=== pipe_stage_reg ===
### src/rtl/pipe_stage_reg.sv
// Pipeline boundary register with valid/ready handshake, optional skid entry,
// flush with bubble insertion and a saturating count of squashed entries.
//
// state    | meaning
// ---------+-----------------------------------------------------------
// ST_EMPTY | no entry held, out_data = BUBBLE
// ST_BUSY  | main entry valid on out_data, skid empty
// ST_FULL  | main and skid both valid, in_ready low (SKID=1 only)
module pipe_stage_reg #(
   parameter int                DATA_W = 64,
   parameter logic [DATA_W-1:0] BUBBLE = '0,
   parameter bit                SKID   = 1'b1,
   parameter int                CNT_W  = 16
) (
   input  logic              clk,
   input  logic              rst,
   input  logic              flush,
   input  logic              in_valid,
   output logic              in_ready,
   input  logic [DATA_W-1:0] in_data,
   output logic              out_valid,
   input  logic              out_ready,
   output logic [DATA_W-1:0] out_data,
   output logic [1:0]        occupancy,
   output logic [CNT_W-1:0]  drop_count
);

   typedef enum logic [1:0] {
      ST_EMPTY = 2'd0,
      ST_BUSY  = 2'd1,
      ST_FULL  = 2'd2
   } state_t;

   localparam logic [CNT_W+1:0] DROP_MAX = {2'b00, {CNT_W{1'b1}}};

   state_t              state_q, state_d;
   logic [DATA_W-1:0]   main_q, main_d;
   logic [DATA_W-1:0]   skid_q, skid_d;
   logic                in_ready_q, in_ready_d;
   logic [CNT_W-1:0]    drop_q, drop_d;
   logic                in_fire, out_fire;
   logic [2:0]          drop_add;
   logic [CNT_W+1:0]    drop_sum;

   // Handshake: SKID=1 uses the registered ready so out_ready never reaches in_ready.
   always_comb begin
      out_valid  = (state_q != ST_EMPTY);
      in_ready   = SKID ? in_ready_q : (!out_valid || out_ready);
      in_fire    = in_valid && in_ready;
      out_fire   = out_valid && out_ready;
      out_data   = main_q;
      occupancy  = state_q;
      drop_count = drop_q;
   end

   // Next-state, entry movement and flush accounting; flush overrides everything.
   always_comb begin
      state_d  = state_q;
      main_d   = main_q;
      skid_d   = skid_q;
      drop_d   = drop_q;
      // entries lost = held entries not leaving downstream plus an accepted incoming beat
      drop_add = {1'b0, state_q} - {2'b00, out_fire} + {2'b00, in_fire};
      drop_sum = {2'b00, drop_q} + {{(CNT_W-1){1'b0}}, drop_add};

      case (state_q)
         ST_EMPTY: begin
            if (in_fire) begin
               main_d  = in_data;
               state_d = ST_BUSY;
            end
         end
         ST_BUSY: begin
            if (in_fire && out_fire) begin
               main_d = in_data;
            end else if (in_fire && SKID) begin
               skid_d  = in_data;
               state_d = ST_FULL;
            end else if (out_fire) begin
               main_d  = BUBBLE;
               state_d = ST_EMPTY;
            end
         end
         ST_FULL: begin
            if (out_fire) begin
               main_d  = skid_q;
               skid_d  = BUBBLE;
               state_d = ST_BUSY;
            end
         end
         default: begin
            main_d  = BUBBLE;
            skid_d  = BUBBLE;
            state_d = ST_EMPTY;
         end
      endcase

      if (flush) begin
         state_d = ST_EMPTY;
         main_d  = BUBBLE;
         skid_d  = BUBBLE;
         drop_d  = (drop_sum > DROP_MAX) ? {CNT_W{1'b1}} : drop_sum[CNT_W-1:0];
      end

      in_ready_d = (state_d != ST_FULL);
   end

   // State and payload registers, cleared asynchronously.
   always_ff @(posedge clk or posedge rst) begin
      if (rst) begin
         state_q    <= ST_EMPTY;
         main_q     <= BUBBLE;
         skid_q     <= BUBBLE;
         in_ready_q <= 1'b1;
         drop_q     <= '0;
      end else begin
         state_q    <= state_d;
         main_q     <= main_d;
         skid_q     <= skid_d;
         in_ready_q <= in_ready_d;
         drop_q     <= drop_d;
      end
   end

endmodule

### config.mk
export PLATFORM = sky130hd
export DESIGN_NAME = pipe_stage_reg
export DESIGN_NICKNAME = d
export VERILOG_FILES = /design/src/rtl/pipe_stage_reg.sv
export SDC_FILE = /design/constraint.sdc
export NUM_CORES = 1
export LEC_CHECK = 0
export ABC_AREA = 1
export CAP_MARGIN = 25
export CORE_ASPECT_RATIO = 1.25
export CORE_MARGIN = 2
export CORE_UTILIZATION = 44
export CTS_CLUSTER_DIAMETER = 80
export CTS_CLUSTER_SIZE = 8
export DETAILED_ROUTE_END_ITERATION = 12
export PLACE_DENSITY = 0.71
export SYNTH_ARGS = -nofsm -noshare
export SYNTH_HDL_FRONTEND = slang
export SYNTH_SLANG_ARGS = --single-unit
### constraint.sdc
create_clock -name clk -period 16.8 [get_ports clk]
set_clock_uncertainty 0.1 [all_clocks]
set_input_delay 5.04 -clock clk [delete_from_list [all_inputs] [get_ports clk]]
set_output_delay 5.04 -clock clk [all_outputs]
set_load 0.03 [all_outputs]
==> GITHUB_STEP_SUMMARY <==
## PnR job results

| Metric | Value |
|---|---|
| Outcome | `finished, final reports clean` |
| Syn Inst Count | `1006` |
| Met1 wire length | `8600 um` |
| R2R Path End | `skid_q[40]` |
| Seq power | `0.000414 W` |
| Total of max-cap violations | `0` |
| Most common flop cell mapped by yosys | `dfrtp_1` |
| Post-CTS setup buffer count | `0` |
| CP endpoint kind | `register` |
| Longest Clk Path Bufs | `2` |
| Top post-synthesis cells by count | `388 x nand2_1, 188 x nand3_1, 146 x dfrtp_1, 81 x o21ai_1, 53 x o21ai_0` |
| Achievable Freq | `0.111 GHz` |
| Maximum VDD drop | `0.0756 mV` |
| Setup crit start | `out_ready` |
| Worst Path Buf+Inv | `4` |
| Flop area | `3680 um^2` |
| Slowest stage delay, CP | `0.82 ns` |
| Top cell excl fill/tap | `nand2_1` |
| Pint | `0.000733 W` |
| Setup ws final | `7.79 ns` |
| Yosys Instances | `1006` |
| Setup crit start kind | `primary input` |
| WP data arrival | `9.18 ns` |
| Yosys top cell by area | `dfrtp_1` |
| CTS Sinks | `147` |
| Hpwl dp | `12000 um` |
| AND/OR/NAND/NOR Cells, Area Fraction | `33.4%` |
| I/O Buffers | `152` |
| Crit-path most repeated cell | `inv_1` |
| Combinational power share | `24.7%` |
| First-pass GRT wire length | `32300 um` |
| Non-clk buf share | `16.5%` |
| Cell Type Count | `25` |
| Final TNS setup | `0 ns` |
| Worst-Skew Late Latency | `0.42 ns` |
| Setup-failing EPs final | `0` |
| Synth warn | `0` |
| Non-CTS buffers | `160` |
| Aoi share | `9.18%` |
| Non-clock inverters | `30` |
| RSZ-0062 raised after global routing | `no` |
| Starting Density | `44.9%` |
| P_clk | `0.000387 W` |
| CP max-delay cell | `ha_2` |
| Post-synthesis adder-cell area fraction | `1.53%` |
| Most frequent cell after synthesis | `nand2_1` |
| Core Footprint | `16800 um^2` |
| Worst Path Required | `16.96 ns` |
| Dpl cells | `1308` |
| Synth area leaders | `dfrtp_1 48%, nand2_1 19%, nand3_1 12%, o21ai_1 5.4%, o21ai_0 3.5%` |
| Tap cells | `220` |
| Hold Slack | `0.383 ns` |
| Share of power burned in registers | `38.9%` |
| Area leader share | `48.5%` |
| Min-delay worst type | `register to register` |
| Met3 WL | `1060 um` |
| Final hold vios | `0` |
[worst min path at each step]
stage / from / end / slack [ns] / cells after the start
after floorplan: skid_q[0] / skid_q[0] / 0.35 / 2
after global placement: skid_q[1] / skid_q[1] / 0.37 / 2
after detailed placement: skid_q[54] / skid_q[54] / 0.37 / 2
after CTS: skid_q[8] / skid_q[8] / 0.39 / 2
after global routing: skid_q[24] / skid_q[24] / 0.40 / 2
final: out_data[7] / out_data[7] / 0.38 / 2
==> pipe_stage_reg/wires.png <==
Bar = 20 um.
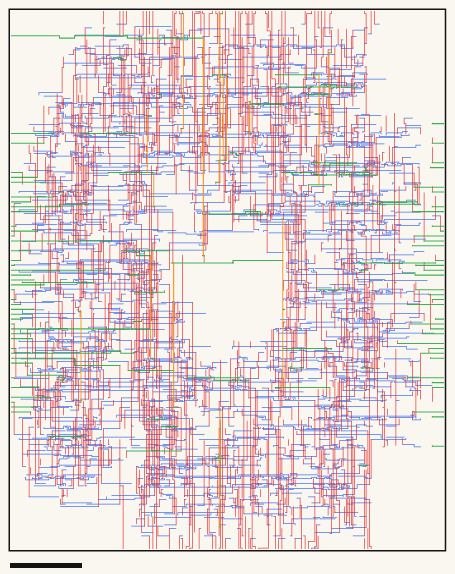
| colour | layer | wire length |
|---|---|---|
| blue | metal 1 | 8600 um |
| green | metal 3 | 1060 um |
| orange | metal 4 | 445 um |
| red | metal 2 | 9500 um |

==> pipe_stage_reg/congestion.png <==
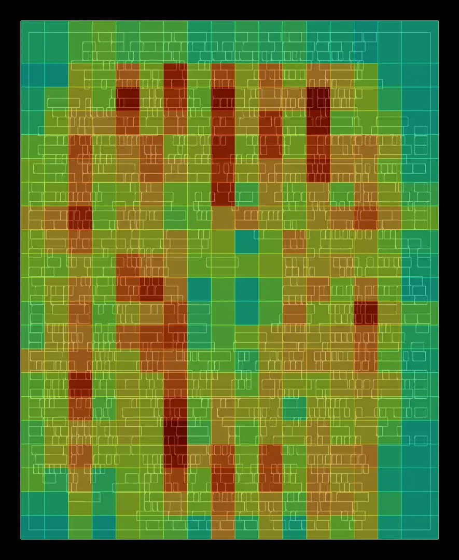
met2 Resource Use GR: 35.2%
met1 Track Usage GR: 29.8%
total track usage: 22.2%


=== wb_stage_flat ===
==> config.mk <==
export PLATFORM = sky130hd
export DESIGN_NAME = wb_stage_flat
export DESIGN_NICKNAME = d
export VERILOG_FILES = /design/src/rtl/wb_stage_if.sv /design/src/rtl/wb_stage.sv /design/src/flat_wrapper.sv
export SDC_FILE = /design/constraint.sdc
export NUM_CORES = 1
export LEC_CHECK = 0
export CAP_MARGIN = 20
export CORE_AREA = 2 2 90 92
export DETAILED_ROUTE_END_ITERATION = 7
export DIE_AREA = 0 0 92 94
export PLACE_DENSITY = 0.76
export SYNTH_ARGS = -nofsm -noshare
export SYNTH_HDL_FRONTEND = slang
export SYNTH_SLANG_ARGS = --single-unit
==> constraint.sdc <==
create_clock -name clk -period 1.9 [get_ports clk]
set_input_delay 0.38 -clock clk [delete_from_list [all_inputs] [get_ports clk]]
set_output_delay 0.38 -clock clk [all_outputs]
set_load 0.01 [all_outputs]
==> src/rtl/wb_stage_if.sv <==
// rtl/wb_stage_if.sv - execute, memory-response and register-file signals of the writeback stage
// The slave modport is the writeback stage; master is whatever drives execute/memory and observes the outputs.
interface wb_stage_if;
  logic        ex_valid;
  logic        ex_ready;
  logic        ex_wen;
  logic        ex_is_load;
  logic [4:0]  ex_rd;
  logic [31:0] ex_result;
  logic [2:0]  ex_funct3;
  logic [1:0]  ex_addr_lo;
  logic        mem_rsp_valid;
  logic [31:0] mem_rsp_data;
  logic        mem_rsp_err;
  logic        rf_we;
  logic [4:0]  rf_rd;
  logic [31:0] rf_wd;
  logic        busy_valid;
  logic [4:0]  busy_rd;
  logic        load_err;

  modport slave (
    input  ex_valid, ex_wen, ex_is_load, ex_rd, ex_result, ex_funct3, ex_addr_lo,
    input  mem_rsp_valid, mem_rsp_data, mem_rsp_err,
    output ex_ready, rf_we, rf_rd, rf_wd, busy_valid, busy_rd, load_err
  );

  modport master (
    output ex_valid, ex_wen, ex_is_load, ex_rd, ex_result, ex_funct3, ex_addr_lo,
    output mem_rsp_valid, mem_rsp_data, mem_rsp_err,
    input  ex_ready, rf_we, rf_rd, rf_wd, busy_valid, busy_rd, load_err
  );
endinterface

==> src/rtl/wb_stage.sv <==
// rtl/wb_stage.sv - RV32I writeback stage driving the register-file write port, with a one-entry pending-load scoreboard
// Optional WB_TIMEOUT_EN: abandon a load after TIMEOUT_CYCLES WAIT_LOAD cycles without a response.
module wb_stage #(
  parameter int unsigned TIMEOUT_CYCLES = 255
) (
  input  logic      clk,
  input  logic      rst,
  wb_stage_if.slave bus
);

  localparam logic [0:0] S_IDLE = 1'b0;
  localparam logic [0:0] S_WAIT = 1'b1;

  localparam logic [2:0] F3_LB  = 3'b000;
  localparam logic [2:0] F3_LH  = 3'b001;
  localparam logic [2:0] F3_LW  = 3'b010;
  localparam logic [2:0] F3_LBU = 3'b100;
  localparam logic [2:0] F3_LHU = 3'b101;

  logic [0:0]  state_q, state_d;
  logic [4:0]  ld_rd_q, ld_rd_d;
  logic [2:0]  ld_f3_q, ld_f3_d;
  logic [1:0]  ld_lo_q, ld_lo_d;
  logic        rf_we_q, rf_we_d;
  logic [4:0]  rf_rd_q, rf_rd_d;
  logic [31:0] rf_wd_q, rf_wd_d;
  logic        load_err_q, load_err_d;

  logic        accept;
  logic        ld_bad;
  logic        tmo_hit;

  function automatic logic [31:0] fmt_load(input logic [2:0] f3, input logic [1:0] lo,
                                           input logic [31:0] w);
    logic [7:0]  b;
    logic [15:0] h;
    b = w[{lo, 3'b000} +: 8];
    h = lo[1] ? w[31:16] : w[15:0];
    case (f3)
      F3_LB:   fmt_load = {{24{b[7]}}, b};
      F3_LH:   fmt_load = {{16{h[15]}}, h};
      F3_LBU:  fmt_load = {24'd0, b};
      F3_LHU:  fmt_load = {16'd0, h};
      default: fmt_load = w;
    endcase
  endfunction

  assign bus.ex_ready   = !rst && (state_q == S_IDLE);
  assign accept         = bus.ex_valid && bus.ex_ready;
  assign bus.rf_we      = rf_we_q;
  assign bus.rf_rd      = rf_rd_q;
  assign bus.rf_wd      = rf_wd_q;
  assign bus.load_err   = load_err_q;
  assign bus.busy_valid = (state_q == S_WAIT);
  assign bus.busy_rd    = ld_rd_q;

  // Illegal load types and misaligned halfword/word accesses never write.
  always_comb begin
    case (ld_f3_q)
      F3_LB, F3_LBU: ld_bad = 1'b0;
      F3_LH, F3_LHU: ld_bad = ld_lo_q[0];
      F3_LW:         ld_bad = (ld_lo_q != 2'b00);
      default:       ld_bad = 1'b1;
    endcase
  end

`ifdef WB_TIMEOUT_EN
  localparam logic [15:0] TMO_LAST = 16'(TIMEOUT_CYCLES - 1);

  logic [15:0] tmo_cnt_q, tmo_cnt_d;

  assign tmo_hit = (state_q == S_WAIT) && (tmo_cnt_q == TMO_LAST);

  always_comb begin
    tmo_cnt_d = tmo_cnt_q;
    if (accept && bus.ex_is_load) begin
      tmo_cnt_d = 16'd0;
    end else if (state_q == S_WAIT) begin
      tmo_cnt_d = tmo_cnt_q + 16'd1;
    end
  end

  always_ff @(posedge clk) begin
    if (rst) begin
      tmo_cnt_q <= 16'd0;
    end else begin
      tmo_cnt_q <= tmo_cnt_d;
    end
  end
`else
  // Without the timeout a load waits forever; the parameter is kept so both builds share one port list.
  assign tmo_hit = 1'b0 & (TIMEOUT_CYCLES == 32'd0);
`endif

  always_comb begin
    state_d    = state_q;
    ld_rd_d    = ld_rd_q;
    ld_f3_d    = ld_f3_q;
    ld_lo_d    = ld_lo_q;
    rf_we_d    = 1'b0;
    rf_rd_d    = rf_rd_q;
    rf_wd_d    = rf_wd_q;
    load_err_d = 1'b0;
    case (state_q)
      S_IDLE: begin
        if (accept) begin
          if (bus.ex_is_load) begin
            state_d = S_WAIT;
            ld_rd_d = bus.ex_rd;
            ld_f3_d = bus.ex_funct3;
            ld_lo_d = bus.ex_addr_lo;
          end else if (bus.ex_wen && (bus.ex_rd != 5'd0)) begin
            rf_we_d = 1'b1;
            rf_rd_d = bus.ex_rd;
            rf_wd_d = bus.ex_result;
          end
        end
      end
      S_WAIT: begin
        // A response in the same cycle as the timeout takes priority.
        if (bus.mem_rsp_valid) begin
          state_d = S_IDLE;
          if (bus.mem_rsp_err || ld_bad) begin
            load_err_d = 1'b1;
          end else if (ld_rd_q != 5'd0) begin
            rf_we_d = 1'b1;
            rf_rd_d = ld_rd_q;
            rf_wd_d = fmt_load(ld_f3_q, ld_lo_q, bus.mem_rsp_data);
          end
        end else if (tmo_hit) begin
          state_d    = S_IDLE;
          load_err_d = 1'b1;
        end
      end
      default: state_d = S_IDLE;
    endcase
  end

  always_ff @(posedge clk) begin
    if (rst) begin
      state_q    <= S_IDLE;
      ld_rd_q    <= 5'd0;
      ld_f3_q    <= 3'd0;
      ld_lo_q    <= 2'd0;
      rf_we_q    <= 1'b0;
      rf_rd_q    <= 5'd0;
      rf_wd_q    <= 32'd0;
      load_err_q <= 1'b0;
    end else begin
      state_q    <= state_d;
      ld_rd_q    <= ld_rd_d;
      ld_f3_q    <= ld_f3_d;
      ld_lo_q    <= ld_lo_d;
      rf_we_q    <= rf_we_d;
      rf_rd_q    <= rf_rd_d;
      rf_wd_q    <= rf_wd_d;
      load_err_q <= load_err_d;
    end
  end

endmodule
==> src/flat_wrapper.sv <==
// flat-port wrapper written by rule: the top's interface ports become plain ports
module wb_stage_flat 
#(
  parameter int unsigned TIMEOUT_CYCLES = 255
)
  (clk, rst, bus_ex_valid, bus_ex_wen, bus_ex_is_load, bus_ex_rd, bus_ex_result, bus_ex_funct3, bus_ex_addr_lo, bus_mem_rsp_valid, bus_mem_rsp_data, bus_mem_rsp_err, bus_ex_ready, bus_rf_we, bus_rf_rd, bus_rf_wd, bus_busy_valid, bus_busy_rd, bus_load_err);
  wb_stage_if bus_i ();
  input  logic clk;
  input  logic rst;
  input wire logic [$bits(bus_i.ex_valid)-1:0] bus_ex_valid;
  input wire logic [$bits(bus_i.ex_wen)-1:0] bus_ex_wen;
  input wire logic [$bits(bus_i.ex_is_load)-1:0] bus_ex_is_load;
  input wire logic [$bits(bus_i.ex_rd)-1:0] bus_ex_rd;
  input wire logic [$bits(bus_i.ex_result)-1:0] bus_ex_result;
  input wire logic [$bits(bus_i.ex_funct3)-1:0] bus_ex_funct3;
  input wire logic [$bits(bus_i.ex_addr_lo)-1:0] bus_ex_addr_lo;
  input wire logic [$bits(bus_i.mem_rsp_valid)-1:0] bus_mem_rsp_valid;
  input wire logic [$bits(bus_i.mem_rsp_data)-1:0] bus_mem_rsp_data;
  input wire logic [$bits(bus_i.mem_rsp_err)-1:0] bus_mem_rsp_err;
  output wire logic [$bits(bus_i.ex_ready)-1:0] bus_ex_ready;
  output wire logic [$bits(bus_i.rf_we)-1:0] bus_rf_we;
  output wire logic [$bits(bus_i.rf_rd)-1:0] bus_rf_rd;
  output wire logic [$bits(bus_i.rf_wd)-1:0] bus_rf_wd;
  output wire logic [$bits(bus_i.busy_valid)-1:0] bus_busy_valid;
  output wire logic [$bits(bus_i.busy_rd)-1:0] bus_busy_rd;
  output wire logic [$bits(bus_i.load_err)-1:0] bus_load_err;
  assign bus_i.ex_valid = bus_ex_valid;
  assign bus_i.ex_wen = bus_ex_wen;
  assign bus_i.ex_is_load = bus_ex_is_load;
  assign bus_i.ex_rd = bus_ex_rd;
  assign bus_i.ex_result = bus_ex_result;
  assign bus_i.ex_funct3 = bus_ex_funct3;
  assign bus_i.ex_addr_lo = bus_ex_addr_lo;
  assign bus_i.mem_rsp_valid = bus_mem_rsp_valid;
  assign bus_i.mem_rsp_data = bus_mem_rsp_data;
  assign bus_i.mem_rsp_err = bus_mem_rsp_err;
  assign bus_ex_ready = bus_i.ex_ready;
  assign bus_rf_we = bus_i.rf_we;
  assign bus_rf_rd = bus_i.rf_rd;
  assign bus_rf_wd = bus_i.rf_wd;
  assign bus_busy_valid = bus_i.busy_valid;
  assign bus_busy_rd = bus_i.busy_rd;
  assign bus_load_err = bus_i.load_err;
  wb_stage #(.TIMEOUT_CYCLES(TIMEOUT_CYCLES)) u_core (.clk(clk), .rst(rst), .bus(bus_i));
endmodule
==> GITHUB_STEP_SUMMARY <==
## PnR job results

| Metric | Value |
|---|---|
| Yosys Instances | `378` |
| Cell Type Count | `37` |
| Outcome | `finished with violations` |
| CP max-delay cell | `a211o_4` |
| Synthesized Nets | `459` |
| Seq power | `0.00113 W` |
| Final Critical Period | `1.97 ns` |
| Setup-failing EPs final | `20` |
| Most instantiated logic cells after routing | `116 x clkdlybuf4s50_1, 64 x a21oi_1, 60 x nand2_1` |
| Hpwl dp | `7420 um` |
| Top power group | `registers` |
| Main logic family | `AND-OR/OR-AND gates` |
| Final Instance Area | `5110 um^2` |
| AND/OR/NAND/NOR Cells, Area Fraction | `19.3%` |
| Final core utilization | `67.1%` |
| Aoi share | `33.7%` |
| Fillcell total | `584` |
| Longest Clk Path Bufs | `2` |
| Setup ws final | `-0.0709 ns` |
| Final Wtd Congestion | `0.897` |
| Vias in the first global route | `3452` |
| Failing checks | `setup timing` |
| Die Span Y | `94 um` |
| Layout Cells excl Fill | `634` |
-- kinds of logic after synthesis --
group / count (synthesis)
AND-OR/OR-AND: 148
buffers and inverters: 40
flip-flops: 50
multiplexers: 14
AND/OR/NAND/NOR: 126
-- per-layer routing --
layer	GRT usage (%)	share of wire [%]
met1	31.4	41
met2	43.4	49
met3	5.14	7.5
met4	7.96	2.3
met5	0	0
-- cell type report --
type                       instances  share of cell area (%)
timing repair buffer             181                    36.5
sequential                        50                    19.8
clock inverter                     2                   0.319
tap                              102                    2.50
inverter                           4                   0.368
clock buffer                       6                    1.62
multi-input combinational        289                    38.9
==> wb_stage_flat/cell_density.png <==
The die is cut into 9 by 9 equal tiles; dark blue is low, red is high, 0 to 100% covered.
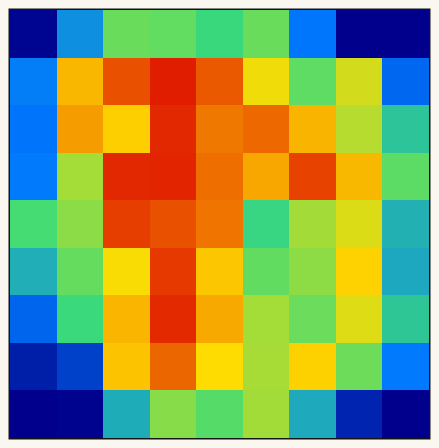
emptiest ninth of the die: lower left
mean over tiles: 58%
nearly empty tiles: 7.4%
tiles over 75% full: 35%

==> wb_stage_flat/wires.png <==
Bar = 20 um.
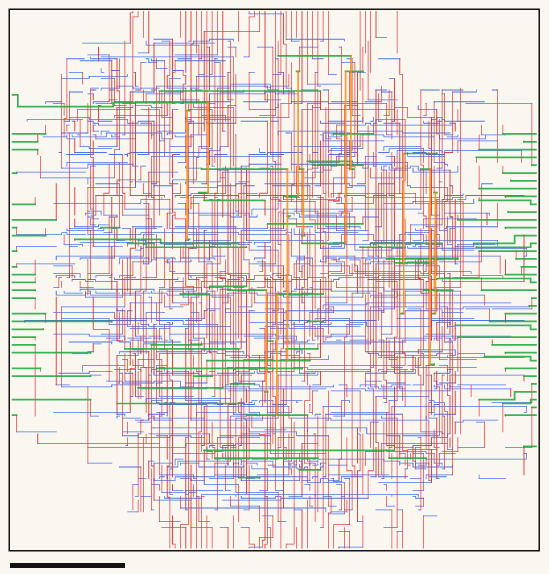
| colour | layer | wire length |
|---|---|---|
| green | metal 3 | 887 um |
| blue | metal 1 | 4910 um |
| orange | metal 4 | 276 um |
| red | metal 2 | 5790 um |
total track usage: 25.1%
WL final: 11900 um

==> wb_stage_flat/clk_routes.png <==
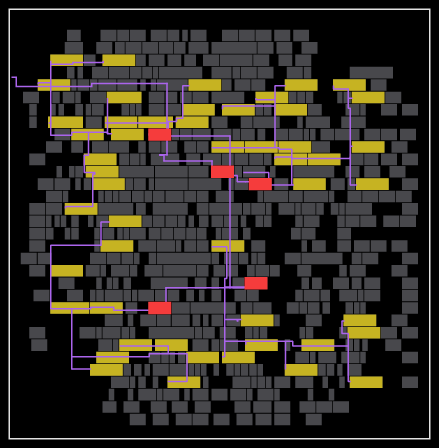
[purple] clock wires | length: 598 um
[yellow] flip-flops | count: 50
[red] clock drivers | count: 5
routed clock nets: 6


=== reg_bank ===
**src/rtl/reg_bank.sv**
```systemverilog
// reg_bank: multi-ported register bank with a self-clearing start-up sequence.
//
// After reset, or on a clear_all request, the bank walks every entry and
// writes zero to it, one entry per cycle (state CLEAR). It then enters RUN,
// where it takes one write and serves two independent combinational reads
// per cycle.
//
// Ports
//   clk        sole clock, rising edge
//   rst        synchronous active-high reset (restarts the clear sequence)
//   clear_all  in RUN, drop this cycle's write and restart the clear sequence
//   reg_write  write enable
//   dir_WR     write address
//   data_in    write data
//   dirA/dirB  read addresses for ports A and B
//   datA/datB  combinational read data (0 while ready is low)
//   ready      registered: 1 in RUN, 0 in CLEAR
//   wr_drop    registered pulse: the previous cycle's reg_write was discarded
//   fsm_state  current FSM state (0 = CLEAR, 1 = RUN), for observation
//
// Handshake: the bank has no back-pressure. A write is taken on the rising
// edge when reg_write = 1 and the bank is ready, clear_all = 0, and the target
// is not a hardwired-zero entry. Any other reg_write = 1 is discarded and
// flagged by wr_drop on the following cycle; nothing is held or retried.
module reg_bank #(
  parameter int DATA_W   = 32,
  parameter int ADDR_W   = 4,
  parameter int ZERO_REG = 0,
  parameter int BYPASS   = 1
) (
  input  logic              clk,
  input  logic              rst,
  input  logic              clear_all,
  input  logic              reg_write,
  input  logic [ADDR_W-1:0] dir_WR,
  input  logic [DATA_W-1:0] data_in,
  input  logic [ADDR_W-1:0] dirA,
  input  logic [ADDR_W-1:0] dirB,
  output logic [DATA_W-1:0] datA,
  output logic [DATA_W-1:0] datB,
  output logic              ready,
  output logic              wr_drop,
  output logic              fsm_state
);

  localparam int DEPTH = 2 ** ADDR_W;

  typedef enum logic {
    CLEAR = 1'b0,
    RUN   = 1'b1
  } state_t;

  state_t            state;
  logic [ADDR_W-1:0] clr_ptr;
  logic [DATA_W-1:0] mem [DEPTH];

  logic              zero_wr;
  logic              wr_accept;

  assign fsm_state = state;

  // Writes to the hardwired-zero entry never land in the array.
  assign zero_wr   = (ZERO_REG != 0) && (dir_WR == '0);
  assign wr_accept = !rst && (state == RUN) && reg_write && !clear_all && !zero_wr;

  // Control FSM. ready is registered alongside the state so it always
  // matches the state it decodes.
  always_ff @(posedge clk) begin
    if (rst) begin
      state   <= CLEAR;
      clr_ptr <= '0;
      ready   <= 1'b0;
      wr_drop <= 1'b0;
    end else begin
      wr_drop <= reg_write && !wr_accept;
      case (state)
        CLEAR: begin
          clr_ptr <= clr_ptr + 1'b1;
          // Last entry is zeroed on this edge; serve requests from the next cycle.
          if (clr_ptr == '1) begin
            state <= RUN;
            ready <= 1'b1;
          end
        end
        RUN: begin
          if (clear_all) begin
            state   <= CLEAR;
            clr_ptr <= '0;
            ready   <= 1'b0;
          end
        end
        default: begin
          state   <= CLEAR;
          clr_ptr <= '0;
          ready   <= 1'b0;
        end
      endcase
    end
  end

  // Storage. No reset on the array itself: zeroing is done by the CLEAR walk.
  always_ff @(posedge clk) begin
    if (!rst) begin
      if (state == CLEAR) begin
        mem[clr_ptr] <= '0;
      end else if (wr_accept) begin
        mem[dir_WR] <= data_in;
      end
    end
  end

  // Read ports. Priority, lowest to highest: stored value, same-cycle bypass,
  // hardwired zero, not-ready masking.
  always_comb begin
    datA = mem[dirA];
    if ((BYPASS != 0) && wr_accept && (dirA == dir_WR)) begin
      datA = data_in;
    end
    if ((ZERO_REG != 0) && (dirA == '0)) begin
      datA = '0;
    end
    if (!ready) begin
      datA = '0;
    end
  end

  always_comb begin
    datB = mem[dirB];
    if ((BYPASS != 0) && wr_accept && (dirB == dir_WR)) begin
      datB = data_in;
    end
    if ((ZERO_REG != 0) && (dirB == '0)) begin
      datB = '0;
    end
    if (!ready) begin
      datB = '0;
    end
  end

endmodule

```
**config.mk**
```make
export PLATFORM = sky130hd
export DESIGN_NAME = reg_bank
export DESIGN_NICKNAME = d
export VERILOG_FILES = /design/src/rtl/reg_bank.sv
export SDC_FILE = /design/constraint.sdc
export NUM_CORES = 1
export LEC_CHECK = 0
export ABC_AREA = 0
export CORE_ASPECT_RATIO = 1.4
export CORE_MARGIN = 4
export CORE_UTILIZATION = 30
export CTS_CLUSTER_SIZE = 25
export DETAILED_ROUTE_END_ITERATION = 8
export SLEW_MARGIN = 20
export SYNTH_ARGS = -nofsm -noshare
export SYNTH_HDL_FRONTEND = slang
export SYNTH_SLANG_ARGS = --single-unit
```
**constraint.sdc**
```tcl
create_clock -name clk -period 3.9 [get_ports clk]
set_clock_uncertainty 0.15 [all_clocks]
set_input_delay 0.585 -clock clk [delete_from_list [all_inputs] [get_ports clk]]
set_output_delay 0.585 -clock clk [all_outputs]
set_load 0.03 [all_outputs]
```
==> reg_bank/logic_types.png <==
Bar = 50 um.
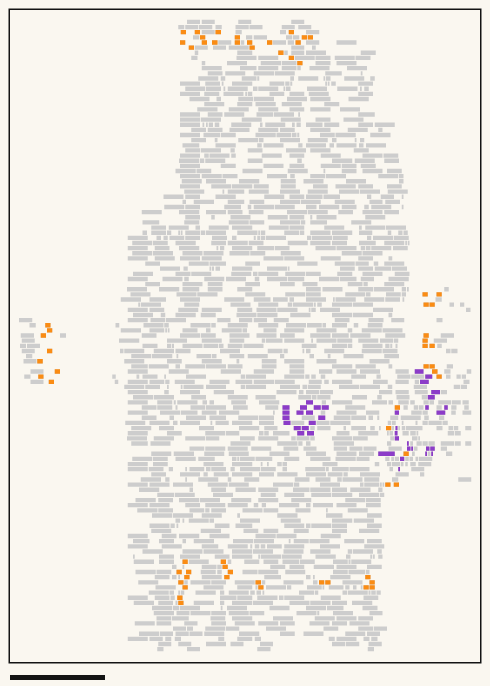
| colour | family | cells | most used |
|---|---|---|---|
| orange | non-inverting ao/oa cells | 65 | a22o_1 |
| purple | nor cells | 38 | nor2_4 |
Layout Cells excl Fill: 2488
Top cell excl fill/tap: edfxtp_1
Comb area share: 28.5%

==> reg_bank/cell_density.png <==
The die is cut into 25 by 34 equal tiles; dark blue is low, red is high, 0 to 100% covered.
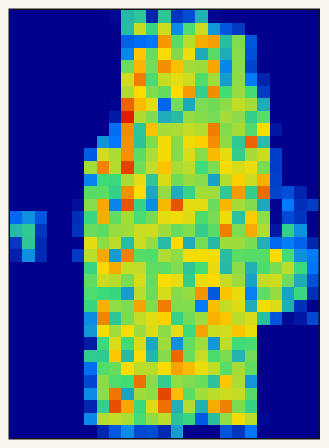
emptiest ninth of the die: upper left
nearly empty tiles: 39%
mean over tiles: 33%
tiles over 75% full: 8.7%
fullest tile: 97%

==> GITHUB_STEP_SUMMARY <==
## PnR job results

| Metric | Value |
|---|---|
| Number of OpenROAD warnings | `26` |
| FP Rows | `123` |
| Outcome | `finished, final reports clean` |
| Flop area | `15500 um^2` |
| Pint | `0.00906 W` |
| Worst-path maximum fanout | `12` |
| Most common flop cell mapped by yosys | `edfxtp_1` |
| Power Dens Cells | `395 nW/um^2` |
| Total track usage | `16.0%` |
| Hold Path Sink | `clr_ptr[3]` |
| Die Span X | `249 um` |
| Total of max-cap violations | `0` |
| Period utilization | `90.6%` |
| Die Span Y | `345 um` |
| Dpl cells | `2402` |
| Dpl cell area | `28000 um^2` |
| Tot Pwr | `0.0117 W` |
| Yosys top cell by area | `edfxtp_1` |
| Slew Limit Headroom | `21.3%` |
| Critical path type | `primary input to primary output` |
| Non-clk buf share | `9.40%` |
| Dominant kind of cell | `sequential cells` |
| Worst-Skew Late Latency | `0.58 ns` |
| Reg clk slew, reported paths | `0.07 ns` |
| R2R Path Start | `fsm_state` |
| Starting Density | `30.3%` |
| Clock-cell share | `5.04%` |
| Post-synth EDFFs | `512` |
| Cell Type Count | `34` |
| Setup crit start | `dirA[2]` |
| Area leader share | `63.2%` |
| Seq area share | `52.5%` |
| DR vias/cell | `5.57` |
| Synth Seq Share | `63.8%` |
| Flop Count | `519` |
| Most frequent cell after synthesis | `edfxtp_1` |
| Worst Path Required | `3.16 ns` |
| Non-CTS buffers | `193` |
| Setup-failing EPs final | `0` |
| Share of power burned in registers | `52.9%` |
| Yosys Instances | `1257` |
==> cell families after synthesis <==
| family | count (synthesis) | synth area share [%] |
|---|---|---|
| compound gates | 210 | 6.73 |
| xor+xnor | 8 | 0.288 |
| fa+ha+maj | 1 | 0.0514 |
| buf+inv | 115 | 2.53 |
| flops | 519 | 63.8 |
| mux | 257 | 23.7 |
| simple gates | 147 | 2.90 |
==> metal layers <==
layer	vias to the layer above	GRT usage, %	routed length (um)
met1	7397	19.5	25700
li1	5720	-	-
met2	613	28.9	36800
met4	0	6.18	2840
met3	136	2.48	4990
met5	-	0	0

No activity file was given, so power comes from the tool's default toggle rates.
